######## design 1 ########
Fig. 1: design 1, metal layers overlaid
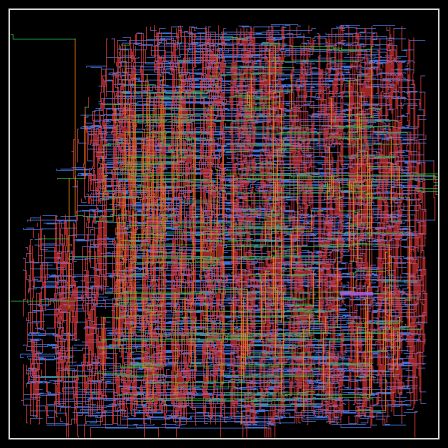

File: src/rtl/uart_char_buffer_pkg.sv
// Shared constants and types for the UART character buffer: default
// command/fill codes and the receiver state encoding.
package uart_char_buffer_pkg;

  localparam int unsigned SPACE_CODE_DEF = 27;
  localparam int unsigned BS_CODE_DEF    = 8'h08;
  localparam int unsigned CLR_CODE_DEF   = 8'h0C;

  typedef enum logic [1:0] {
    RX_IDLE,
    RX_START,
    RX_DATA,
    RX_STOP
  } rx_state_t;

endpackage

File: src/rtl/uart_char_buffer_rx_core.sv
// UART receiver: 2-FF synchronizer on the line, then a start/data/stop
// FSM sharing one bit timer and one bit index. Produces a registered byte
// with a one-cycle valid pulse, or a one-cycle frame error pulse.
module uart_rx_core
  import uart_char_buffer_pkg::*;
#(
  parameter int unsigned CLKS_PER_BIT = 10417,
  parameter int unsigned CHAR_W       = 8,
  parameter int unsigned IDLE_CHAR    = SPACE_CODE_DEF
) (
  input  logic              cclk,
  input  logic              rst,
  input  logic              rx,
  output logic [CHAR_W-1:0] rx_byte,
  output logic              valid,
  output logic              frame_err
);

  localparam int TW = $clog2(CLKS_PER_BIT + 1);
  localparam int BW = $clog2(CHAR_W + 1);
  localparam logic [TW-1:0] HALF_T   = TW'(CLKS_PER_BIT / 2 - 1);
  localparam logic [TW-1:0] FULL_T   = TW'(CLKS_PER_BIT - 1);
  localparam logic [BW-1:0] LAST_BIT = BW'(CHAR_W - 1);

  logic              sync1, sync2, rx_prev;
  rx_state_t         state, next_state;
  logic [TW-1:0]     timer, timer_next;
  logic [BW-1:0]     bit_idx, bit_next;
  logic [CHAR_W-1:0] shift, shift_next, byte_next;
  logic              valid_next, ferr_next;

  // Synchronize the asynchronous line and keep one more stage for edge detection.
  // NOTE: sequential state uses non-blocking assignments so every flop samples pre-edge values.
  always_ff @(posedge cclk or posedge rst) begin
    if (rst) begin
      sync1   <= 1'b1;
      sync2   <= 1'b1;
      rx_prev <= 1'b1;
    end else begin
      sync1   <= rx;
      sync2   <= sync1;
      rx_prev <= sync2;
    end
  end

  // State, counters, shift register and the registered result outputs.
  always_ff @(posedge cclk or posedge rst) begin
    if (rst) begin
      state     <= RX_IDLE;
      timer     <= '0;
      bit_idx   <= '0;
      shift     <= '0;
      rx_byte   <= CHAR_W'(IDLE_CHAR);
      valid     <= 1'b0;
      frame_err <= 1'b0;
    end else begin
      state     <= next_state;
      timer     <= timer_next;
      bit_idx   <= bit_next;
      shift     <= shift_next;
      rx_byte   <= byte_next;
      valid     <= valid_next;
      frame_err <= ferr_next;
    end
  end

  // Next-state and datapath decisions, all on the synchronized line value.
  // NOTE: every output of this block is defaulted first so no path can infer a latch.
  always_comb begin
    next_state = state;
    timer_next = timer + 1'b1;
    bit_next   = bit_idx;
    shift_next = shift;
    byte_next  = rx_byte;
    valid_next = 1'b0;
    ferr_next  = 1'b0;
    unique case (state)
      RX_IDLE: begin
        timer_next = '0;
        bit_next   = '0;
        if (rx_prev && !sync2) next_state = RX_START;
      end
      RX_START: begin
        if (timer == HALF_T) begin
          timer_next = '0;
          next_state = sync2 ? RX_IDLE : RX_DATA;
        end
      end
      RX_DATA: begin
        if (timer == FULL_T) begin
          timer_next = '0;
          shift_next = {sync2, shift[CHAR_W-1:1]};
          if (bit_idx == LAST_BIT) begin
            bit_next   = '0;
            next_state = RX_STOP;
          end else begin
            bit_next = bit_idx + 1'b1;
          end
        end
      end
      RX_STOP: begin
        if (timer == FULL_T) begin
          timer_next = '0;
          next_state = RX_IDLE;
          if (sync2) begin
            valid_next = 1'b1;
            byte_next  = shift;
          end else begin
            ferr_next = 1'b1;
          end
        end
      end
      default: next_state = RX_IDLE;
    endcase
  end

endmodule

File: src/rtl/uart_char_buffer.sv
// Character display buffer fed by a UART receiver. A ring of NUM_CHARS
// slots scrolls left on each byte; backspace and clear codes edit it.
// Slot 0 is the oldest character, slot NUM_CHARS-1 the newest.
module uart_char_buffer
  import uart_char_buffer_pkg::*;
#(
  parameter int unsigned CLKS_PER_BIT = 10417,
  parameter int unsigned NUM_CHARS    = 26,
  parameter int unsigned CHAR_W       = 8,
  parameter int unsigned SPACE_CODE   = SPACE_CODE_DEF,
  parameter int unsigned BS_CODE      = BS_CODE_DEF,
  parameter int unsigned CLR_CODE     = CLR_CODE_DEF
) (
  input  logic                         cclk,
  input  logic                         rst,
  input  logic                         rx,
  input  logic [$clog2(NUM_CHARS)-1:0] rd_idx,
  output logic [CHAR_W-1:0]            rd_char,
  output logic                         rx_valid,
  output logic [CHAR_W-1:0]            rx_char,
  output logic                         frame_err,
  output logic                         busy
);

  localparam int IW = $clog2(NUM_CHARS);
  localparam logic [IW-1:0]     LAST_IDX = IW'(NUM_CHARS - 1);
  localparam logic [IW:0]       N_EXT    = (IW + 1)'(NUM_CHARS);
  localparam logic [CHAR_W-1:0] SPACE_C  = CHAR_W'(SPACE_CODE);
  localparam logic [CHAR_W-1:0] BS_C     = CHAR_W'(BS_CODE);
  localparam logic [CHAR_W-1:0] CLR_C    = CHAR_W'(CLR_CODE);

  // A sweep must finish before the next frame can possibly commit.
  if (NUM_CHARS >= CLKS_PER_BIT * (CHAR_W + 2)) begin : g_bad_params
    $error("uart_char_buffer: NUM_CHARS must be less than CLKS_PER_BIT*(CHAR_W+2)");
  end

  logic [CHAR_W-1:0] mem [NUM_CHARS];
  logic [IW-1:0]     head, head_inc, head_dec, sweep_idx, rd_phys;
  logic [IW:0]       rd_sum;

  uart_rx_core #(
    .CLKS_PER_BIT (CLKS_PER_BIT),
    .CHAR_W       (CHAR_W),
    .IDLE_CHAR    (SPACE_CODE)
  ) u_rx (
    .cclk      (cclk),
    .rst       (rst),
    .rx        (rx),
    .rx_byte   (rx_char),
    .valid     (rx_valid),
    .frame_err (frame_err)
  );

  // Ring pointer neighbours, wrapped by explicit compare so any NUM_CHARS works.
  always_comb begin
    head_inc = (head == LAST_IDX) ? '0 : head + 1'b1;
    head_dec = (head == '0) ? LAST_IDX : head - 1'b1;
  end

  // Logical slot to physical entry; out-of-range slots read as blank.
  always_comb begin
    rd_sum  = {1'b0, head} + {1'b0, rd_idx};
    rd_phys = (rd_sum >= N_EXT) ? IW'(rd_sum - N_EXT) : rd_sum[IW-1:0];
    rd_char = ({1'b0, rd_idx} >= N_EXT) ? SPACE_C : mem[rd_phys];
  end

  // Apply committed bytes to the ring, or step the clear sweep one entry per cycle.
  // NOTE: the character array is reset entry by entry because a blank display after reset is required behaviour.
  always_ff @(posedge cclk or posedge rst) begin
    if (rst) begin
      head      <= '0;
      busy      <= 1'b0;
      sweep_idx <= '0;
      for (int i = 0; i < NUM_CHARS; i++) mem[i] <= SPACE_C;
    end else if (busy) begin
      mem[sweep_idx] <= SPACE_C;
      if (sweep_idx == LAST_IDX) begin
        busy      <= 1'b0;
        sweep_idx <= '0;
      end else begin
        sweep_idx <= sweep_idx + 1'b1;
      end
    end else if (rx_valid) begin
      if (rx_char == CLR_C) begin
        busy      <= 1'b1;
        head      <= '0;
        sweep_idx <= '0;
      end else if (rx_char == BS_C) begin
        head           <= head_dec;
        mem[head_dec]  <= SPACE_C;
      end else begin
        mem[head] <= rx_char;
        head      <= head_inc;
      end
    end
  end

endmodule

File: config.mk
export PLATFORM = sky130hd
export DESIGN_NAME = uart_char_buffer
export DESIGN_NICKNAME = d
export VERILOG_FILES = /design/src/rtl/uart_char_buffer_pkg.sv /design/src/rtl/uart_char_buffer_rx_core.sv /design/src/rtl/uart_char_buffer.sv
export SDC_FILE = /design/constraint.sdc
export NUM_CORES = 1
export LEC_CHECK = 0
export CELL_PAD_IN_SITES_DETAIL_PLACEMENT = 2
export CELL_PAD_IN_SITES_GLOBAL_PLACEMENT = 2
export CORE_MARGIN = 5
export CORE_UTILIZATION = 44
export DETAILED_ROUTE_END_ITERATION = 8
export DONT_BUFFER_PORTS = 1
export PLACE_DENSITY = 0.9
export SLEW_MARGIN = 30
export SYNTH_ARGS = -nofsm -noshare
export SYNTH_HDL_FRONTEND = slang
export SYNTH_SLANG_ARGS = --single-unit
export TNS_END_PERCENT = 50
File: constraint.sdc
create_clock -name cclk -period 24.6 [get_ports cclk]
set_clock_uncertainty 0.05 [all_clocks]
set_input_delay 4.92 -clock cclk [delete_from_list [all_inputs] [get_ports cclk]]
set_output_delay 4.92 -clock cclk [all_outputs]
set_load 0.02 [all_outputs]
######## design 2 ########
### src/rtl/xor_param_loader_if.sv
// Parameter-word stream into the loader: data, valid, start-of-frame, and ready coming back.
interface xor_param_loader_if #(
  parameter int DATA_WIDTH = 12
);
  logic [DATA_WIDTH-1:0] s_data;
  logic                  s_valid;
  logic                  s_sof;
  logic                  s_ready;

  modport master (
    output s_data,
    output s_valid,
    output s_sof,
    input  s_ready
  );

  modport slave (
    input  s_data,
    input  s_valid,
    input  s_sof,
    output s_ready
  );
endinterface

### src/rtl/xor_param_loader.sv
// Streams bias/weight words into a shadow bank and commits the whole set to the active bank
// in one cycle, so the neurons only ever see a complete parameter set.
module xor_param_loader #(
  parameter int NUM_NEURONS    = 3,
  parameter int NUM_INPUTS     = 2,
  parameter int TIMEOUT_CYCLES = 255,
  parameter int DATA_WIDTH     = 12
) (
  input  logic                                       clk,
  input  logic                                       rst,
  xor_param_loader_if.slave                          s,
  output logic [NUM_NEURONS*DATA_WIDTH-1:0]            bias_out,
  output logic [NUM_NEURONS*NUM_INPUTS*DATA_WIDTH-1:0] weight_out,
  output logic                                       params_valid,
  output logic                                       param_update,
  output logic                                       load_busy,
  output logic                                       load_err
);

  localparam int SLOTS = NUM_INPUTS + 1;
  localparam int WORDS = NUM_NEURONS * SLOTS;
  localparam int LAST  = WORDS - 1;
  localparam int CNT_W = $clog2(WORDS + 1);
  // A disabled timeout still needs a 1-bit counter so the declaration stays legal.
  localparam int TMO_W = (TIMEOUT_CYCLES > 0) ? $clog2(TIMEOUT_CYCLES + 1) : 1;
  localparam int TMO_LIMIT = (TIMEOUT_CYCLES > 0) ? TIMEOUT_CYCLES - 1 : 0;

  typedef enum logic [1:0] {
    IDLE   = 2'd0,
    LOAD   = 2'd1,
    COMMIT = 2'd2
  } state_t;

  state_t                 state_reg;
  logic [CNT_W-1:0]       cnt_reg;
  logic [TMO_W-1:0]       tmo_reg;
  logic                   s_ready_reg;
  logic                   params_valid_reg;
  logic                   param_update_reg;
  logic                   load_busy_reg;
  logic                   load_err_reg;
  logic [DATA_WIDTH-1:0]  shadow_reg [WORDS];
  logic [DATA_WIDTH-1:0]  active_reg [WORDS];
  logic                   xfer;

  assign xfer      = s.s_valid & s_ready_reg;
  assign s.s_ready = s_ready_reg;

  always_ff @(posedge clk or negedge rst) begin
    if (!rst) begin
      state_reg        <= IDLE;
      cnt_reg          <= '0;
      tmo_reg          <= '0;
      s_ready_reg      <= 1'b0;
      params_valid_reg <= 1'b0;
      param_update_reg <= 1'b0;
      load_busy_reg    <= 1'b0;
      load_err_reg     <= 1'b0;
      for (int k = 0; k < WORDS; k++) begin
        shadow_reg[k] <= '0;
        active_reg[k] <= '0;
      end
    end else begin
      param_update_reg <= 1'b0;
      load_err_reg     <= 1'b0;
      case (state_reg)
        IDLE: begin
          s_ready_reg <= 1'b1;
          tmo_reg     <= '0;
          if (xfer) begin
            if (s.s_sof) begin
              shadow_reg[0] <= s.s_data;
              load_busy_reg <= 1'b1;
              if (WORDS == 1) begin
                state_reg   <= COMMIT;
                s_ready_reg <= 1'b0;
              end else begin
                state_reg <= LOAD;
                cnt_reg   <= CNT_W'(1);
              end
            end else begin
              load_err_reg <= 1'b1;
            end
          end
        end

        LOAD: begin
          if (xfer) begin
            tmo_reg <= '0;
            if (s.s_sof) begin
              // A fresh start-of-frame abandons the partial frame and restarts it.
              load_err_reg  <= 1'b1;
              shadow_reg[0] <= s.s_data;
              cnt_reg       <= CNT_W'(1);
            end else begin
              shadow_reg[cnt_reg] <= s.s_data;
              cnt_reg             <= cnt_reg + CNT_W'(1);
              if (cnt_reg == CNT_W'(LAST)) begin
                state_reg   <= COMMIT;
                s_ready_reg <= 1'b0;
              end
            end
          end else if ((TIMEOUT_CYCLES != 0) && (tmo_reg == TMO_W'(TMO_LIMIT))) begin
            load_err_reg  <= 1'b1;
            state_reg     <= IDLE;
            load_busy_reg <= 1'b0;
            cnt_reg       <= '0;
            tmo_reg       <= '0;
          end else if (tmo_reg != {TMO_W{1'b1}}) begin
            tmo_reg <= tmo_reg + TMO_W'(1);
          end
        end

        COMMIT: begin
          for (int k = 0; k < WORDS; k++) begin
            active_reg[k] <= shadow_reg[k];
          end
          params_valid_reg <= 1'b1;
          param_update_reg <= 1'b1;
          cnt_reg          <= '0;
          tmo_reg          <= '0;
          state_reg        <= IDLE;
          load_busy_reg    <= 1'b0;
          s_ready_reg      <= 1'b1;
        end

        default: begin
          state_reg     <= IDLE;
          load_busy_reg <= 1'b0;
          cnt_reg       <= '0;
          tmo_reg       <= '0;
        end
      endcase
    end
  end

  // Word k of a frame belongs to neuron k/SLOTS; slot 0 is the bias, slots 1.. are weights.
  genvar gi, gj;
  generate
    for (gi = 0; gi < NUM_NEURONS; gi++) begin : g_neuron
      assign bias_out[gi*DATA_WIDTH +: DATA_WIDTH] = active_reg[gi*SLOTS];
      for (gj = 0; gj < NUM_INPUTS; gj++) begin : g_input
        assign weight_out[(gi*NUM_INPUTS+gj)*DATA_WIDTH +: DATA_WIDTH] =
          active_reg[gi*SLOTS+1+gj];
      end
    end
  endgenerate

  assign params_valid = params_valid_reg;
  assign param_update = param_update_reg;
  assign load_busy    = load_busy_reg;
  assign load_err     = load_err_reg;

endmodule

### src/flat_wrapper.sv
// flat-port wrapper written by rule: the top's interface ports become plain ports
module xor_param_loader_flat 
#(
  parameter int NUM_NEURONS    = 3,
  parameter int NUM_INPUTS     = 2,
  parameter int TIMEOUT_CYCLES = 255,
  parameter int DATA_WIDTH     = 12
)
  (clk, rst, bias_out, weight_out, params_valid, param_update, load_busy, load_err, s_s_data, s_s_valid, s_s_sof, s_s_ready);
  xor_param_loader_if #(.DATA_WIDTH(DATA_WIDTH)) s_i ();
  input  logic clk;
  input  logic rst;
  output logic [NUM_NEURONS*DATA_WIDTH-1:0] bias_out;
  output logic [NUM_NEURONS*NUM_INPUTS*DATA_WIDTH-1:0] weight_out;
  output logic params_valid;
  output logic param_update;
  output logic load_busy;
  output logic load_err;
  input wire logic [$bits(s_i.s_data)-1:0] s_s_data;
  input wire logic [$bits(s_i.s_valid)-1:0] s_s_valid;
  input wire logic [$bits(s_i.s_sof)-1:0] s_s_sof;
  output wire logic [$bits(s_i.s_ready)-1:0] s_s_ready;
  assign s_i.s_data = s_s_data;
  assign s_i.s_valid = s_s_valid;
  assign s_i.s_sof = s_s_sof;
  assign s_s_ready = s_i.s_ready;
  xor_param_loader #(.NUM_NEURONS(NUM_NEURONS), .NUM_INPUTS(NUM_INPUTS), .TIMEOUT_CYCLES(TIMEOUT_CYCLES), .DATA_WIDTH(DATA_WIDTH)) u_core (.clk(clk), .rst(rst), .s(s_i), .bias_out(bias_out), .weight_out(weight_out), .params_valid(params_valid), .param_update(param_update), .load_busy(load_busy), .load_err(load_err));
endmodule
### config.mk
export PLATFORM = sky130hd
export DESIGN_NAME = xor_param_loader_flat
export DESIGN_NICKNAME = d
export VERILOG_FILES = /design/src/rtl/xor_param_loader_if.sv /design/src/rtl/xor_param_loader.sv /design/src/flat_wrapper.sv
export SDC_FILE = /design/constraint.sdc
export NUM_CORES = 1
export LEC_CHECK = 0
export CAP_MARGIN = 20
export CORE_MARGIN = 5
export CORE_UTILIZATION = 59
export CTS_CLUSTER_DIAMETER = 150
export CTS_CLUSTER_SIZE = 28
export DETAILED_ROUTE_END_ITERATION = 7
export PLACE_DENSITY = 0.84
export SLEW_MARGIN = 20
export SYNTH_ARGS = -nofsm -noshare
export SYNTH_HDL_FRONTEND = slang
export SYNTH_SLANG_ARGS = --single-unit
### constraint.sdc
create_clock -name clk -period 4.03 [get_ports clk]
set_clock_uncertainty 0.15 [all_clocks]
set_input_delay 0.6045 -clock clk [delete_from_list [all_inputs] [get_ports clk]]
set_output_delay 0.6045 -clock clk [all_outputs]
set_load 0.1 [all_outputs]
Fig. 2: design 2, routing congestion
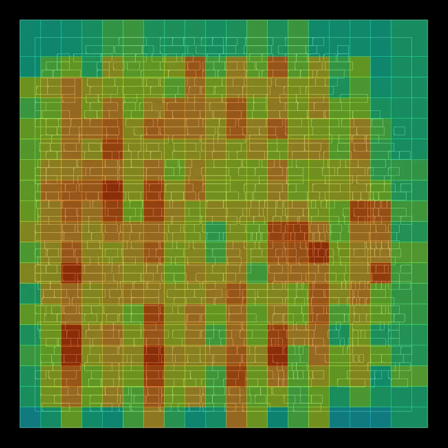
all-layer global routing usage: 21.9%
routed length per instance: 20.9 um
global-route layer with the greatest usage: met2

==> notes.org, design 2 <==
* Implementation run

** Floorplan
- Floorplan Utilization :: 59.8%

** Drt
- The routed layout reports a DRC error count of 0.
- Detailed Routing Iterations Pass 1 :: 5

** Final timing
- Post-route period utilization is reported as 72.2%.

** Logic synthesis
- Async set-reset flop share out of synthesis :: 100%
- After Yosys synthesis, and, or, nand and nor cells account for 4.82% of the synthesized area.
- The synth_stat.txt file lists the number of cells as 622.
- The cell area that synthesis handed to floorplanning was 0.00943 mm^2.
- Nets in the synthesized netlist :: 644
- The number of different library cells used by synthesis comes to 45.
- By area the synthesized netlist is led by sky130_fd_sc_hd__dfrtp_1 62%, sky130_fd_sc_hd__mux2_2 21%, sky130_fd_sc_hd__mux2_4 3.2%, sky130_fd_sc_hd__mux2i_1 1.4%, sky130_fd_sc_hd__o221ai_1 1.1%.

** Power and ir drop
- The flow reports that the clock network draws 29.3% of the design power.
- The script computed a power per unit cell area of 397 mW/mm^2.

** Clocking
- TritonCTS built the clock tree.
- Setup Fix Bufs, Post-CTS :: 0
- In this run, post-CTS repair resized a total of 0 instances.
- The post-CTS hold buffer count recorded in the log is 0.
- The clock tree has to reach 235 sinks.

** Critical path
- Data arrival time at the worst-slack endpoint :: 2.16 ns
- Critical Path Fanout Max :: 8
- Cell-by-cell trace of the critical path :: clkdlybuf4s50_1

** Cells and area
- Most frequently placed logic cells in the final layout :: 235 x sky130_fd_sc_hd__dfrtp_1, 172 x sky130_fd_sc_hd__mux2_2, 127 x sky130_fd_sc_hd__clkdlybuf4s50_1

** GRT
- The initial antenna violation count was 0.

** Run status
- The flow ran to the end, and the final reports show no timing, DRC or antenna violations.
## design 2: cell type report
cell class	count	area, um^2	share of cell area [%]
sequential	235	5880	52.3
multi-input combinational	334	3280	29.2
inverter	19	71.3	0.635
tap	216	270	2.41
timing repair buffer	134	1390	12.4
clock buffer	13	325	2.90
clock inverter	1	20.0	0.178
## design 2: routing by layer
| layer | part of all wire [%] | vias up | track usage, % |
|---|---|---|---|
| met5 | 0 | - | 0 |
| met2 | 49 | 135 | 36.3 |
| met3 | 7.8 | 15 | 5.92 |
| li1 | - | 2441 | - |
| met4 | 0.80 | 0 | 3.19 |
| met1 | 43 | 2813 | 30.0 |
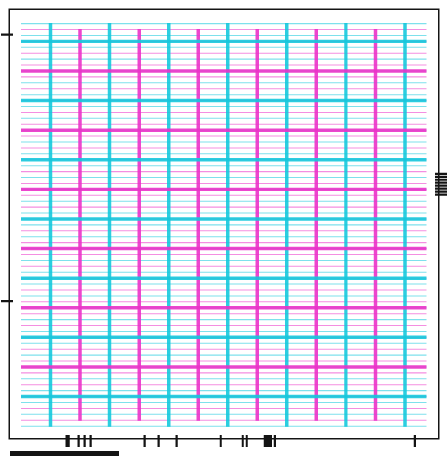
Fig. 3. Power grid (design 1).
Bar = 50 um. Pins as bars on the die edge.
legend:
  magenta:
    net: VDD
  cyan:
    net: VSS
met5 straps: 13
met1 rails: 69

## Picture notes: Fig. 1
legend:
  green:
    layer: met3
    wire_length: 5,380 um
  purple:
    layer: met5
    wire_length: 13.8 um
  blue:
    layer: met1
    wire_length: 27.0 mm
  orange:
    layer: met4
    wire_length: 4,280 um
  red:
    layer: met2
    wire_length: 32.8 mm
all-layer global routing usage: 35.2%
Post-Route WL: 69,400 um
routed length per instance: 31.5 um
total via count after detailed routing: 15,300

==> notes.org, design 1 <==
* Implementation run

** Final timing
- Setup slack closes at 10.34 ns.
- Final-layout worst hold slack :: 0.306 ns
- Unrepaired setup endpoints after global routing :: false
- Clock period minus worst slack :: 14.26 ns

** Floorplan
- The floorplan report lists the tap cell count as 455.

** Power and ir drop
- The completed layout was analyzed and its total power is 1.00 mW.
- In this run the power density over the cells is 59.6 mW/mm^2.

** Logic synthesis
- Fraction of synthesized cell area in xor and xnor cells :: 1.13%
- Arithmetic-cell share of the synthesized area counting full adders, half adders and majority gates :: 1.60%
- Async set-reset flop share out of synthesis :: 100%
- Synth top cells by count :: 248 x sky130_fd_sc_hd__nor2_1, 227 x sky130_fd_sc_hd__o21ai_0, 221 x sky130_fd_sc_hd__nand2_1, 149 x sky130_fd_sc_hd__dfrtp_1, 111 x sky130_fd_sc_hd__dfstp_2
- Number of instances in the synthesized netlist :: 1,777
- Most used standard cell by instance count after synthesis :: sky130_fd_sc_hd__nor2_1

** Clocking
- CTS built an H-tree with a depth of 1.

** Cells and area
- The plain and repair buffers instantiated in the layout total 31.
- Seq. cell area :: 0.00665 mm^2
- Synthesis-to-layout area growth :: 9.48%
- Top cell excl fill/tap :: sky130_fd_sc_hd__nor2_1
- In the final design database the tool counted 1,752 nets.

** Critical path
- Cell-by-cell trace of the critical path :: ha_2 > fa_1 > xor2_1 > o22ai_1 > or4b_4 > a211oi_4 > buf_4 > mux4_2 > a2111oi_0 > a311oi_1

** Drt
- The script logs the ratio of routed vias to standard cells as 6.95.

** Run status
- The run finished with clean final reports.
-- design 1: flip-flops by register name, indices dropped and copies added (netlist names), 4 cells and up, named ones only --
signal	cells
mem	208
u_rx.bit_idx	4
u_rx.rx_byte	8
u_rx.shift	8
u_rx.timer	14
head	5
sweep_idx	5
-- design 1: power groups by stage --
stage	clock, mW	sequential [mW]	combinational (mW)
finish	0.486	0.441	0.0729
detailed placement	0	0.448	0.0707
global route	0.507	0.442	0.0782
floorplan	0	0.445	0.0522
CTS	0.489	0.441	0.0728
global placement	0	0.447	0.0660

######## design 3 ########
Fig. 4: design 3, routed clock nets over the placement
Bar = 20 um.
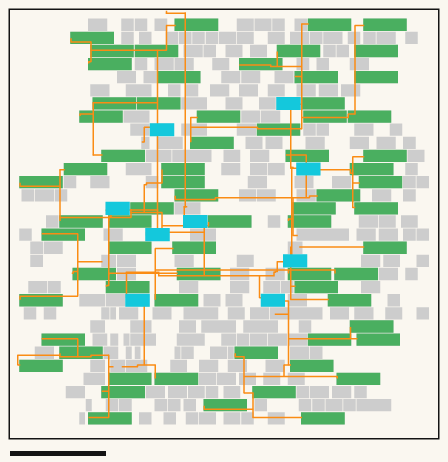

[src/rtl/lc3_mem_pkg.sv]
`default_nettype none
// ============================================================================
//  Module      : lc3_mem_pkg
//  Description : Shared types and constants for the LC-3 memory-access stage:
//                controller state encoding, selMDR source codes and default
//                widths/timeout.
//  Revision    : 1.0  initial release
// ============================================================================
package lc3_mem_pkg;

    localparam int DEF_ADDR_W         = 16;
    localparam int DEF_DATA_W         = 16;
    localparam int DEF_TIMEOUT_CYCLES = 64;

    // selMDR source codes; 2'b10 and 2'b11 are reserved and load nothing
    localparam logic [1:0] SEL_MDR_BUS = 2'b00;
    localparam logic [1:0] SEL_MDR_MEM = 2'b01;

    typedef enum logic [1:0] {
        IDLE  = 2'd0,
        READ  = 2'd1,
        WRITE = 2'd2,
        DONE  = 2'd3
    } mem_state_e;

    // True in the states that hold a request on the memory port
    function automatic logic is_access(input mem_state_e s);
        return (s == READ) || (s == WRITE);
    endfunction

endpackage
`default_nettype wire

[src/rtl/lc3_mem_ctrl_if.sv]
`default_nettype none
// ============================================================================
//  Module      : lc3_mem_ctrl_if
//  Description : Bundles the controller strobes, MAR/MDR views and the
//                external memory request/acknowledge port of lc3_mem_ctrl.
//                slave  : the memory-access stage (lc3_mem_ctrl)
//                master : controller + memory side (drives strobes, rdata/ack)
//  Revision    : 1.0  initial release
// ============================================================================
interface lc3_mem_ctrl_if
    import lc3_mem_pkg::*;
#(
    parameter int ADDR_W = DEF_ADDR_W,
    parameter int DATA_W = DEF_DATA_W
);
    // controller side
    logic [DATA_W-1:0] bus;
    logic              ldMAR;
    logic              ldMDR;
    logic [1:0]        selMDR;
    logic              memWE;
    logic [ADDR_W-1:0] mar;
    logic [DATA_W-1:0] mdr;
    logic              mem_ready;
    logic              mem_err;
    // memory side
    logic              mem_req;
    logic              mem_we;
    logic [ADDR_W-1:0] mem_addr;
    logic [DATA_W-1:0] mem_wdata;
    logic [DATA_W-1:0] mem_rdata;
    logic              mem_ack;

    modport slave (
        input  bus, ldMAR, ldMDR, selMDR, memWE, mem_rdata, mem_ack,
        output mar, mdr, mem_ready, mem_err,
               mem_req, mem_we, mem_addr, mem_wdata
    );

    modport master (
        output bus, ldMAR, ldMDR, selMDR, memWE, mem_rdata, mem_ack,
        input  mar, mdr, mem_ready, mem_err,
               mem_req, mem_we, mem_addr, mem_wdata
    );

endinterface
`default_nettype wire

[src/rtl/lc3_mem_timeout.sv]
`default_nettype none
// ============================================================================
//  Module      : lc3_mem_timeout
//  Description : Wait-cycle counter for a pending memory request. Cleared when
//                a new access starts, counts every request cycle without an
//                acknowledge, and flags expiry in the cycle whose edge would
//                bring the count to TIMEOUT_CYCLES. An ack in that same cycle
//                suppresses the expiry.
//  Ports       : clk, rst (async, active-high)
//                i_clear  - a new access starts this cycle
//                i_busy   - request currently held on the memory port
//                i_ack    - memory acknowledge
//                o_expire - abort the access at the next edge
//  Revision    : 1.0  initial release
// ============================================================================
module lc3_mem_timeout #(
    parameter int TIMEOUT_CYCLES = 64
)(
    input  wire logic clk,
    input  wire logic rst,
    input  wire logic i_clear,
    input  wire logic i_busy,
    input  wire logic i_ack,
    output logic      o_expire
);

    localparam int CNT_W = $clog2(TIMEOUT_CYCLES + 1);
    localparam logic [CNT_W-1:0] LAST_CNT = CNT_W'(TIMEOUT_CYCLES - 1);

    logic [CNT_W-1:0] r_cnt;

    always_ff @(posedge clk or posedge rst) begin
        if (rst) begin
            r_cnt <= '0;
        end else if (i_clear) begin
            r_cnt <= '0;
        end else if (i_busy && !i_ack) begin
            r_cnt <= r_cnt + 1'b1;
        end
    end

    assign o_expire = i_busy && !i_ack && (r_cnt == LAST_CNT);

endmodule
`default_nettype wire

[src/rtl/lc3_mem_ctrl.sv]
`default_nettype none
// ============================================================================
//  Module      : lc3_mem_ctrl
//  Description : LC-3 memory-access stage. Holds MAR/MDR, converts the
//                controller's ldMAR/ldMDR/selMDR/memWE strobes into a
//                request/acknowledge transaction on the memory port and
//                returns a one-cycle mem_ready pulse when the access is done.
//  Ports       : clk    - rising-edge clock
//                reset  - asynchronous, active-high
//                bus_if - lc3_mem_ctrl_if.slave (strobes, MAR/MDR, memory port)
//  Options     : LC3_MEM_TIMEOUT_EN - abort an access after TIMEOUT_CYCLES
//                unacknowledged request cycles; mem_err pulses with mem_ready.
//                Undefined: accesses wait indefinitely, mem_err is 0.
//  Revision    : 1.0  initial release
// ============================================================================
module lc3_mem_ctrl
    import lc3_mem_pkg::*;
#(
    parameter int ADDR_W         = DEF_ADDR_W,
    parameter int DATA_W         = DEF_DATA_W,
    parameter int TIMEOUT_CYCLES = DEF_TIMEOUT_CYCLES
)(
    input  wire logic      clk,
    input  wire logic      reset,
    lc3_mem_ctrl_if.slave  bus_if
);

    if (TIMEOUT_CYCLES < 1) begin : g_bad_timeout
        $error("lc3_mem_ctrl: TIMEOUT_CYCLES must be at least 1");
    end

    mem_state_e        r_state,     w_state_nxt;
    logic [ADDR_W-1:0] r_mar,       w_mar_nxt;
    logic [DATA_W-1:0] r_mdr,       w_mdr_nxt;
    logic [ADDR_W-1:0] r_mem_addr,  w_addr_nxt;
    logic [DATA_W-1:0] r_mem_wdata, w_wdata_nxt;
    logic              r_mem_req,   w_req_nxt;
    logic              r_mem_we,    w_we_nxt;
    logic              r_mem_ready, w_ready_nxt;
    logic              r_mem_err,   w_err_nxt;
    logic              r_abort,     w_abort_nxt;   // current access ended by timeout
    logic              w_expire;

`ifdef LC3_MEM_TIMEOUT_EN
    logic w_start;

    assign w_start = (r_state == IDLE) && is_access(w_state_nxt);

    lc3_mem_timeout #(
        .TIMEOUT_CYCLES (TIMEOUT_CYCLES)
    ) u_timeout (
        .clk      (clk),
        .rst      (reset),
        .i_clear  (w_start),
        .i_busy   (r_mem_req),
        .i_ack    (bus_if.mem_ack),
        .o_expire (w_expire)
    );
`else
    assign w_expire = 1'b0;
`endif

    always_ff @(posedge clk or posedge reset) begin
        if (reset) begin
            r_state     <= IDLE;
            r_mar       <= '0;
            r_mdr       <= '0;
            r_mem_addr  <= '0;
            r_mem_wdata <= '0;
            r_mem_req   <= 1'b0;
            r_mem_we    <= 1'b0;
            r_mem_ready <= 1'b0;
            r_mem_err   <= 1'b0;
            r_abort     <= 1'b0;
        end else begin
            r_state     <= w_state_nxt;
            r_mar       <= w_mar_nxt;
            r_mdr       <= w_mdr_nxt;
            r_mem_addr  <= w_addr_nxt;
            r_mem_wdata <= w_wdata_nxt;
            r_mem_req   <= w_req_nxt;
            r_mem_we    <= w_we_nxt;
            r_mem_ready <= w_ready_nxt;
            r_mem_err   <= w_err_nxt;
            r_abort     <= w_abort_nxt;
        end
    end

    always_comb begin
        w_state_nxt = r_state;
        w_mar_nxt   = r_mar;
        w_mdr_nxt   = r_mdr;
        w_addr_nxt  = r_mem_addr;
        w_wdata_nxt = r_mem_wdata;
        w_abort_nxt = r_abort;

        case (r_state)
            IDLE: begin
                if (bus_if.ldMAR) begin
                    w_mar_nxt = ADDR_W'(bus_if.bus);
                end
                if (bus_if.ldMDR && (bus_if.selMDR == SEL_MDR_BUS)) begin
                    w_mdr_nxt = bus_if.bus;
                end
                // Address and write data come from the registers as they were
                // before this edge, so a same-cycle ldMAR/ldMDR cannot leak in.
                // A write takes priority over a simultaneous read request.
                if (bus_if.memWE) begin
                    w_addr_nxt  = r_mar;
                    w_wdata_nxt = r_mdr;
                    w_abort_nxt = 1'b0;
                    w_state_nxt = WRITE;
                end else if (bus_if.ldMDR && (bus_if.selMDR == SEL_MDR_MEM)) begin
                    w_addr_nxt  = r_mar;
                    w_abort_nxt = 1'b0;
                    w_state_nxt = READ;
                end
            end

            READ: begin
                if (bus_if.mem_ack) begin
                    w_mdr_nxt   = bus_if.mem_rdata;
                    w_state_nxt = DONE;
                end else if (w_expire) begin
                    w_mdr_nxt   = '0;
                    w_abort_nxt = 1'b1;
                    w_state_nxt = DONE;
                end
            end

            WRITE: begin
                if (bus_if.mem_ack) begin
                    w_state_nxt = DONE;
                end else if (w_expire) begin
                    w_abort_nxt = 1'b1;
                    w_state_nxt = DONE;
                end
            end

            DONE: begin
                w_state_nxt = IDLE;
            end

            default: begin
                w_state_nxt = IDLE;
            end
        endcase

        // Port outputs are registered copies of the state being entered
        w_req_nxt   = is_access(w_state_nxt);
        w_we_nxt    = (w_state_nxt == WRITE);
        w_ready_nxt = (r_state == DONE);
        w_err_nxt   = (r_state == DONE) && r_abort;
    end

    assign bus_if.mar       = r_mar;
    assign bus_if.mdr       = r_mdr;
    assign bus_if.mem_req   = r_mem_req;
    assign bus_if.mem_we    = r_mem_we;
    assign bus_if.mem_addr  = r_mem_addr;
    assign bus_if.mem_wdata = r_mem_wdata;
    assign bus_if.mem_ready = r_mem_ready;
    assign bus_if.mem_err   = r_mem_err;

endmodule
`default_nettype wire
[src/flat_wrapper.sv]
// flat-port wrapper written by rule: the top's interface ports become plain ports
module lc3_mem_ctrl_flat import lc3_mem_pkg::*;
#(
    parameter int ADDR_W         = DEF_ADDR_W,
    parameter int DATA_W         = DEF_DATA_W,
    parameter int TIMEOUT_CYCLES = DEF_TIMEOUT_CYCLES
)
  (clk, reset, bus_if_bus, bus_if_ldMAR, bus_if_ldMDR, bus_if_selMDR, bus_if_memWE, bus_if_mem_rdata, bus_if_mem_ack, bus_if_mar, bus_if_mdr, bus_if_mem_ready, bus_if_mem_err, bus_if_mem_req, bus_if_mem_we, bus_if_mem_addr, bus_if_mem_wdata);
  lc3_mem_ctrl_if #(.ADDR_W(ADDR_W), .DATA_W(DATA_W)) bus_if_i ();
  input  wire logic clk;
  input  wire logic reset;
  input wire logic [$bits(bus_if_i.bus)-1:0] bus_if_bus;
  input wire logic [$bits(bus_if_i.ldMAR)-1:0] bus_if_ldMAR;
  input wire logic [$bits(bus_if_i.ldMDR)-1:0] bus_if_ldMDR;
  input wire logic [$bits(bus_if_i.selMDR)-1:0] bus_if_selMDR;
  input wire logic [$bits(bus_if_i.memWE)-1:0] bus_if_memWE;
  input wire logic [$bits(bus_if_i.mem_rdata)-1:0] bus_if_mem_rdata;
  input wire logic [$bits(bus_if_i.mem_ack)-1:0] bus_if_mem_ack;
  output wire logic [$bits(bus_if_i.mar)-1:0] bus_if_mar;
  output wire logic [$bits(bus_if_i.mdr)-1:0] bus_if_mdr;
  output wire logic [$bits(bus_if_i.mem_ready)-1:0] bus_if_mem_ready;
  output wire logic [$bits(bus_if_i.mem_err)-1:0] bus_if_mem_err;
  output wire logic [$bits(bus_if_i.mem_req)-1:0] bus_if_mem_req;
  output wire logic [$bits(bus_if_i.mem_we)-1:0] bus_if_mem_we;
  output wire logic [$bits(bus_if_i.mem_addr)-1:0] bus_if_mem_addr;
  output wire logic [$bits(bus_if_i.mem_wdata)-1:0] bus_if_mem_wdata;
  assign bus_if_i.bus = bus_if_bus;
  assign bus_if_i.ldMAR = bus_if_ldMAR;
  assign bus_if_i.ldMDR = bus_if_ldMDR;
  assign bus_if_i.selMDR = bus_if_selMDR;
  assign bus_if_i.memWE = bus_if_memWE;
  assign bus_if_i.mem_rdata = bus_if_mem_rdata;
  assign bus_if_i.mem_ack = bus_if_mem_ack;
  assign bus_if_mar = bus_if_i.mar;
  assign bus_if_mdr = bus_if_i.mdr;
  assign bus_if_mem_ready = bus_if_i.mem_ready;
  assign bus_if_mem_err = bus_if_i.mem_err;
  assign bus_if_mem_req = bus_if_i.mem_req;
  assign bus_if_mem_we = bus_if_i.mem_we;
  assign bus_if_mem_addr = bus_if_i.mem_addr;
  assign bus_if_mem_wdata = bus_if_i.mem_wdata;
  lc3_mem_ctrl #(.ADDR_W(ADDR_W), .DATA_W(DATA_W), .TIMEOUT_CYCLES(TIMEOUT_CYCLES)) u_core (.clk(clk), .reset(reset), .bus_if(bus_if_i));
endmodule
[config.mk]
export PLATFORM = sky130hd
export DESIGN_NAME = lc3_mem_ctrl_flat
export DESIGN_NICKNAME = d
export VERILOG_FILES = /design/src/rtl/lc3_mem_pkg.sv /design/src/rtl/lc3_mem_ctrl_if.sv /design/src/rtl/lc3_mem_timeout.sv /design/src/rtl/lc3_mem_ctrl.sv /design/src/flat_wrapper.sv
export SDC_FILE = /design/constraint.sdc
export NUM_CORES = 1
export LEC_CHECK = 0
export ABC_AREA = 0
export CAP_MARGIN = 5
export CORE_MARGIN = 1.5
export CORE_UTILIZATION = 40
export CTS_CLUSTER_DIAMETER = 50
export DETAILED_ROUTE_END_ITERATION = 10
export PLACE_DENSITY = 0.85
export SETUP_SLACK_MARGIN = 0.2
export SYNTH_ARGS = -nofsm -noshare
export SYNTH_HDL_FRONTEND = slang
export SYNTH_HIERARCHICAL = 1
export SYNTH_SLANG_ARGS = --single-unit
export TNS_END_PERCENT = 1
[constraint.sdc]
create_clock -name clk -period 1.99 [get_ports clk]
set_input_delay 0.199 -clock clk [delete_from_list [all_inputs] [get_ports clk]]
set_output_delay 0.199 -clock clk [all_outputs]
set_load 0.1 [all_outputs]
######## design 4 ########
===== src/rtl/minterm_lister.sv =====
// Scans a captured truth table and streams its minterm indices followed by
// every adjacent minterm pair (first merge step), over a valid/ready output.
module minterm_lister #(
  parameter int N = 3
) (
  input  logic                          clk,
  input  logic                          reset,
  input  logic                          start,
  input  logic [(2**N)-1:0]             table_in,
  output logic                          busy,
  output logic                          out_valid,
  input  logic                          out_ready,
  output logic                          out_kind,
  output logic [N-1:0]                  out_index,
  output logic [((N > 1) ? $clog2(N) : 1)-1:0] out_var,
  output logic [N:0]                    mcount,
  output logic [$clog2((2**N)*N):0]     pcount,
  output logic                          done
);

  localparam int W  = 2**N;
  localparam int VW = (N > 1) ? $clog2(N) : 1;
  localparam int PW = $clog2(W*N) + 1;

  localparam logic [N-1:0]  I_LAST = N'(W-1);
  localparam logic [VW-1:0] V_LAST = VW'(N-1);

  typedef enum logic [1:0] {
    IDLE   = 2'd0,
    SCAN_M = 2'd1,
    SCAN_P = 2'd2,
    DONE   = 2'd3
  } state_t;

  state_t          state_q, state_d;
  logic [W-1:0]    tbl_q, tbl_d;
  logic [N-1:0]    i_q, i_d;
  logic [VW-1:0]   v_q, v_d;
  logic [N:0]      mcount_q, mcount_d;
  logic [PW-1:0]   pcount_q, pcount_d;
  logic            out_valid_q, out_valid_d;
  logic            out_kind_q, out_kind_d;
  logic [N-1:0]    out_index_q, out_index_d;
  logic [VW-1:0]   out_var_q, out_var_d;
  logic            busy_q, busy_d;
  logic            done_q, done_d;
  logic            advance_s;
  logic            handshake_s;

  // A pair is reported only from its lower member (bit v clear).
  function automatic logic pair_hit(input logic [W-1:0] tbl,
                                    input logic [N-1:0] idx,
                                    input logic [VW-1:0] var_sel);
    logic [N-1:0] upper;
    upper = idx | (N'(1) << var_sel);
    return tbl[idx] && !idx[var_sel] && tbl[upper];
  endfunction

  always_comb begin
    state_d     = state_q;
    tbl_d       = tbl_q;
    i_d         = i_q;
    v_d         = v_q;
    mcount_d    = mcount_q;
    pcount_d    = pcount_q;
    handshake_s = out_valid_q && out_ready;
    advance_s   = !out_valid_q || out_ready;

    case (state_q)
      IDLE: begin
        if (start) begin
          tbl_d    = table_in;
          i_d      = '0;
          v_d      = '0;
          mcount_d = '0;
          pcount_d = '0;
          state_d  = SCAN_M;
        end else begin
          state_d  = IDLE;
        end
      end
      SCAN_M: begin
        if (handshake_s) begin
          mcount_d = mcount_q + (N+1)'(1);
        end else begin
          mcount_d = mcount_q;
        end
        if (advance_s) begin
          if (i_q == I_LAST) begin
            i_d     = '0;
            v_d     = '0;
            state_d = SCAN_P;
          end else begin
            i_d     = i_q + N'(1);
          end
        end else begin
          i_d = i_q;
        end
      end
      SCAN_P: begin
        if (handshake_s) begin
          pcount_d = pcount_q + PW'(1);
        end else begin
          pcount_d = pcount_q;
        end
        // v is the inner loop, i the outer loop.
        if (advance_s) begin
          if (v_q == V_LAST) begin
            v_d = '0;
            if (i_q == I_LAST) begin
              state_d = DONE;
            end else begin
              i_d = i_q + N'(1);
            end
          end else begin
            v_d = v_q + VW'(1);
          end
        end else begin
          v_d = v_q;
        end
      end
      DONE: begin
        state_d = IDLE;
      end
      default: begin
        state_d = IDLE;
      end
    endcase
  end

  // Presentation for the next cycle is derived from the next pointers, so a
  // stalled item simply recomputes itself and out_* stay registered.
  always_comb begin
    out_valid_d = 1'b0;
    out_kind_d  = 1'b0;
    out_index_d = '0;
    out_var_d   = '0;
    case (state_d)
      SCAN_M: begin
        out_valid_d = tbl_d[i_d];
        out_index_d = i_d;
      end
      SCAN_P: begin
        out_valid_d = pair_hit(tbl_d, i_d, v_d);
        out_kind_d  = 1'b1;
        out_index_d = i_d;
        out_var_d   = v_d;
      end
      default: begin
        out_valid_d = 1'b0;
      end
    endcase
    busy_d = (state_d == SCAN_M) || (state_d == SCAN_P);
    done_d = (state_d == DONE);
  end

  always_ff @(posedge clk) begin
    if (reset) begin
      state_q     <= IDLE;
      tbl_q       <= '0;
      i_q         <= '0;
      v_q         <= '0;
      mcount_q    <= '0;
      pcount_q    <= '0;
      out_valid_q <= 1'b0;
      out_kind_q  <= 1'b0;
      out_index_q <= '0;
      out_var_q   <= '0;
      busy_q      <= 1'b0;
      done_q      <= 1'b0;
    end else begin
      state_q     <= state_d;
      tbl_q       <= tbl_d;
      i_q         <= i_d;
      v_q         <= v_d;
      mcount_q    <= mcount_d;
      pcount_q    <= pcount_d;
      out_valid_q <= out_valid_d;
      out_kind_q  <= out_kind_d;
      out_index_q <= out_index_d;
      out_var_q   <= out_var_d;
      busy_q      <= busy_d;
      done_q      <= done_d;
    end
  end

  assign busy      = busy_q;
  assign done      = done_q;
  assign out_valid = out_valid_q;
  assign out_kind  = out_kind_q;
  assign out_index = out_index_q;
  assign out_var   = out_var_q;
  assign mcount    = mcount_q;
  assign pcount    = pcount_q;

endmodule


===== config.mk =====
export PLATFORM = sky130hd
export DESIGN_NAME = minterm_lister
export DESIGN_NICKNAME = d
export VERILOG_FILES = /design/src/rtl/minterm_lister.sv
export SDC_FILE = /design/constraint.sdc
export NUM_CORES = 1
export LEC_CHECK = 0
export CORE_UTILIZATION = 40
export CTS_CLUSTER_SIZE = 16
export DETAILED_ROUTE_END_ITERATION = 7
export GPL_ROUTABILITY_DRIVEN = 0
export GPL_TIMING_DRIVEN = 0
export PLACE_DENSITY = 0.71
export RECOVER_POWER = 50
export SYNTH_ARGS = -nofsm -noshare
export SYNTH_HDL_FRONTEND = slang
export SYNTH_SLANG_ARGS = --single-unit

===== constraint.sdc =====
create_clock -name clk -period 5.9 [get_ports clk]
set_clock_uncertainty 0.15 [all_clocks]
set_input_delay 0.59 -clock clk [delete_from_list [all_inputs] [get_ports clk]]
set_output_delay 0.59 -clock clk [all_outputs]
set_load 0.01 [all_outputs]


==> layout pictures side by side <==
Routing congestion.
picture 1
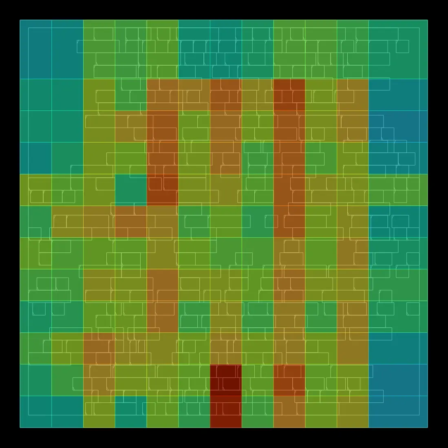
picture 2
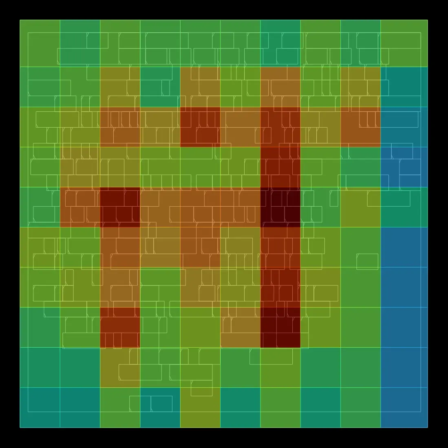
picture 1: design 3
picture 2: design 4
The one with the most wire per cell is picture 1.
The one with the highest track usage is picture 2.

Fig. 5: design 3, power grid
Bar = 20 um. Pins as bars on the die edge.
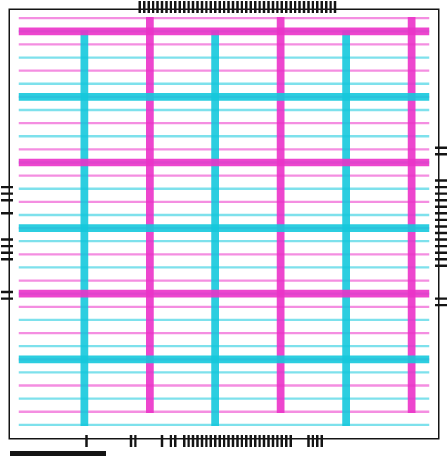
legend:
  magenta:
    net: VDD
  cyan:
    net: VSS
signal pins: 108
rows: 31
met1 rails: 32
met4 straps: 6
met5 straps: 6
die y size: 88.7 um
die width: 88.7 um
CORE AREA: 0.00718 mm^2

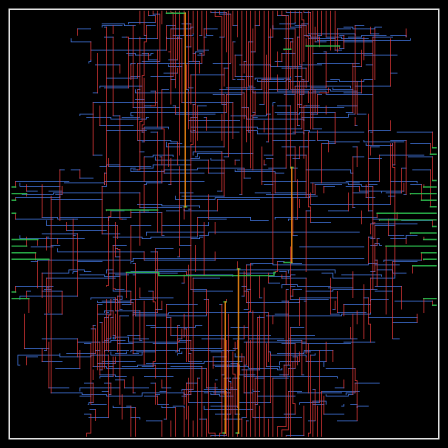
Fig. 6. Metal layers overlaid (design 3).
legend:
  blue:
    layer: met1
    wire_length: 3,060 um
  red:
    layer: met2
    wire_length: 3,310 um
  orange:
    layer: met4
    wire_length: 121 um
  green:
    layer: met3
    wire_length: 159 um
Post-Route WL: 6650 um
total via count after detailed routing: 1,902

## Picture notes: Fig. 4
legend:
  orange:
    item: clock wires
    length: 862 um
  green:
    item: flip-flops
    count: 69
  cyan:
    item: cells driving clock nets
    count: 9
flops lie: spread over the die
routed clock nets: 10
worst clock skew: 0.00625 ns
clock latency on the worst-skew pair: 0.34 ns

==> notes.org, design 3 <==
* Implementation run

** Cells and area
- Most frequently placed logic cells in the final layout :: 69 x sky130_fd_sc_hd__buf_4, 69 x sky130_fd_sc_hd__mux2_2, 69 x sky130_fd_sc_hd__dfrtp_1
- The finished design was reported to have a net count of 344.

** Final timing
- Final tally of hold violations :: 0

** Drt
- The detailed router put a total of 3060 um of wire on met1.
- In this run the remaining antenna-violating nets after routing total 0.
- The pre-antenna-repair detailed-routing pass consisted of 4 iterations.

** Logic synthesis
- Of the combinational cells, the family taking the most area is multiplexers.
- Counting every net in the synthesized netlist gives 230.
- Summed over all instances, the cell type with the most area after synthesis is sky130_fd_sc_hd__dfrtp_1.
- Yosys Instances :: 185
- The synthesized design contains 69 register bits.
- Yosys top cell area share :: 58.7%
- Async set-reset flop share out of synthesis :: 100%

** Floorplan
- Floorplan Utilization :: 41.0%
- Count of boundary I/O pins :: 108

** Clocking
- TritonCTS buffer count :: 9
- Setup Fix Bufs, Post-CTS :: 0
- TritonCTS built the clock tree.
- The report puts the hold buffer count at CTS at 0.

** GRT
- The via count of the first global-routing pass was 1,873.
- Initial antenna violation count :: 0

** Run status
- The flow ran to the end, and the final reports show no timing, DRC or antenna violations.

** Critical path
- Family of cells with the greatest summed delay on the critical path :: multiplexers
- The timing report shows that the slowest cell on the worst path is sky130_fd_sc_hd__dfrtp_1.
- Count of cell instances traversed by the critical path :: 6

** Placed design
- At the end of routability-driven placement, the weighted congestion stood at 0.799.
- For this run the detailed placement stage logged an HPWL of 4980 um.
- Placed standard-cell area :: 0.00399 mm^2
==> design 3: area by class of cell <==
type                       count  area [um^2]
fill                         595         2950
sequential                    69         1730
multi-input combinational    103         1140
timing repair buffer         112          988
clock buffer                   9          124
tap                           99          124
clock inverter                 7         98.8
inverter                       4         18.8
==> design 3: routing by layer <==
metal	track usage, %	vias up
li1	-	886
met1	24.1	962
met2	25.7	46
met3	2.61	8
met4	7.67	0
met5	0	-
==> design 3: kinds of logic after synthesis <==
family	Yosys count
buffers and inverters	13
AND-OR/OR-AND	9
multiplexers	81
AND/OR/NAND/NOR	7
flip-flops	69
adder cells (fa/ha/maj)	5
other	1
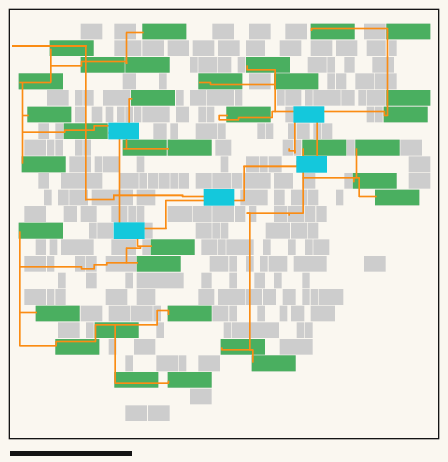
Fig. 7. Routed clock nets over the placement (design 4).
Bar = 20 um.
legend:
  cyan:
    item: cells driving clock nets
    count: 5
  orange:
    item: clock wires
    length: 482 um
  green:
    item: flip-flops
    count: 34
flops lie: spread over the die

==> notes.org, design 4 <==
* Implementation run

** Logic synthesis
- Number of instances in the synthesized netlist :: 218
- Per the post-synthesis report, the nets total 239.
- The stat command in Yosys gives a chip area of 0.00186 mm^2.
- Synth flops :: 34
- For reference, simple AND, OR, NAND and NOR cells occupy 23.4% of the area reported after synthesis.
- Per the Yosys statistics, synthesis produced 218 cells.

** Cells and area
- Synthesis-to-layout area growth :: 23.4%
- Of the total standard cell area in the layout, the multi-input combinational portion is 47.0%.
- Top cell excl fill/tap :: sky130_fd_sc_hd__nor2_1
- For this run, the script counts the antenna cells in the layout as 0.
- According to the cell report, flip-flops and latches in the layout number 34.

** Drt
- Routed length per instance :: 14.0 um
- Total via count after detailed routing :: 1,648
- The detailed router finished its first iteration with 95 violations.
- Via count normalized by instance count :: 5.37
- Residual antenna-violating net count after detailed routing :: 0

** Floorplan
- Floorplan Utilization :: 42.1%
- The floorplan report gives the top-level pin count as 31.

** Critical path
- STA classifies the critical path startpoint as a primary input.
- The most critical setup path has its endpoint at out_valid.
- In this run the worst setup path begins at start.

** Run status
- The run finished with clean final reports.

** Final timing
- Per the finish-stage timing summary, setup violations number 0.

** Clocking
- Maximum buffer depth of the clock tree :: 2


==> screenshots <==
Cells colored by class.
shot_01.png
Bar = 20 um.
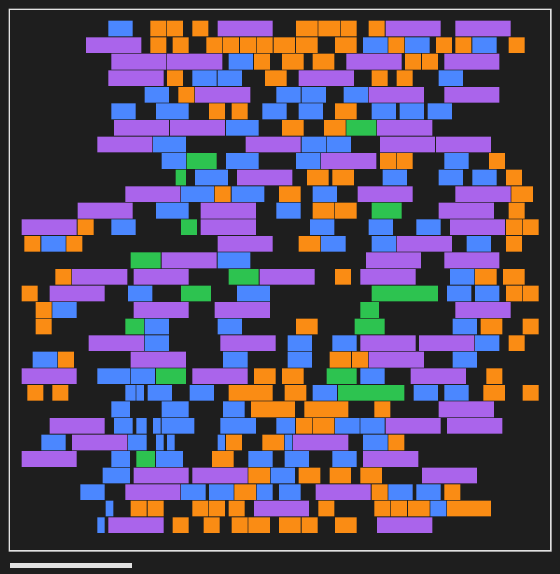
shot_02.png
Bar = 50 um.
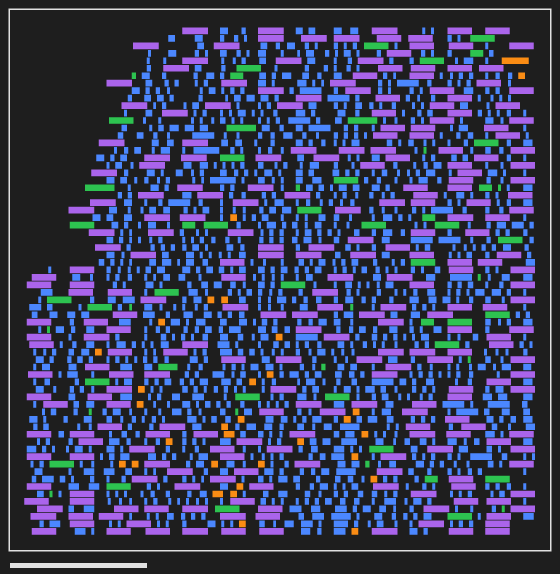
shot_03.png
Bar = 20 um.
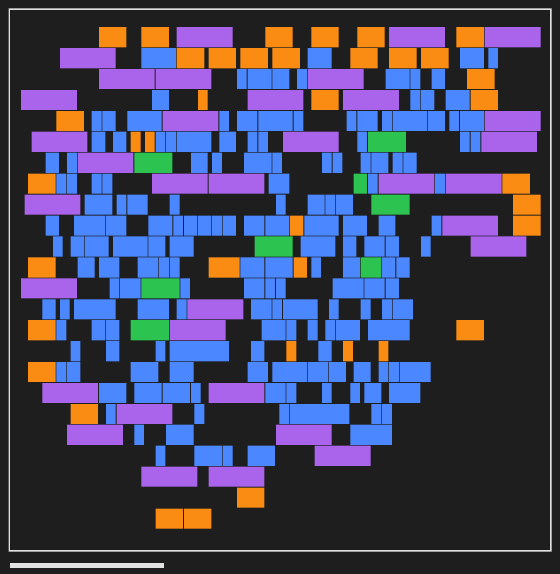
shot_04.png
Bar = 50 um.
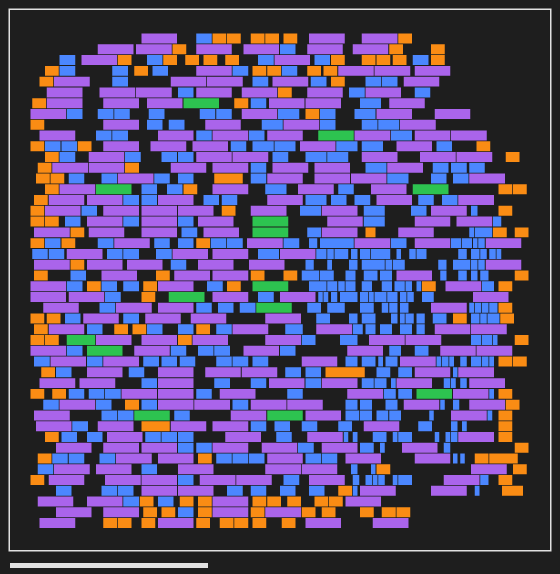
- design 1 = shot_02.png
- design 4 = shot_03.png
- design 2 = shot_04.png
- design 3 = shot_01.png

Key to shot_03.png:
legend:
  green:
    class: clock drivers and dummy loads
    cells: 8
  blue:
    class: all other logic
    cells: 175
  purple:
    class: flops
    cells: 34
  orange:
    class: other buffers and delay cells
    cells: 38

Power and IR drop assume default switching activity.
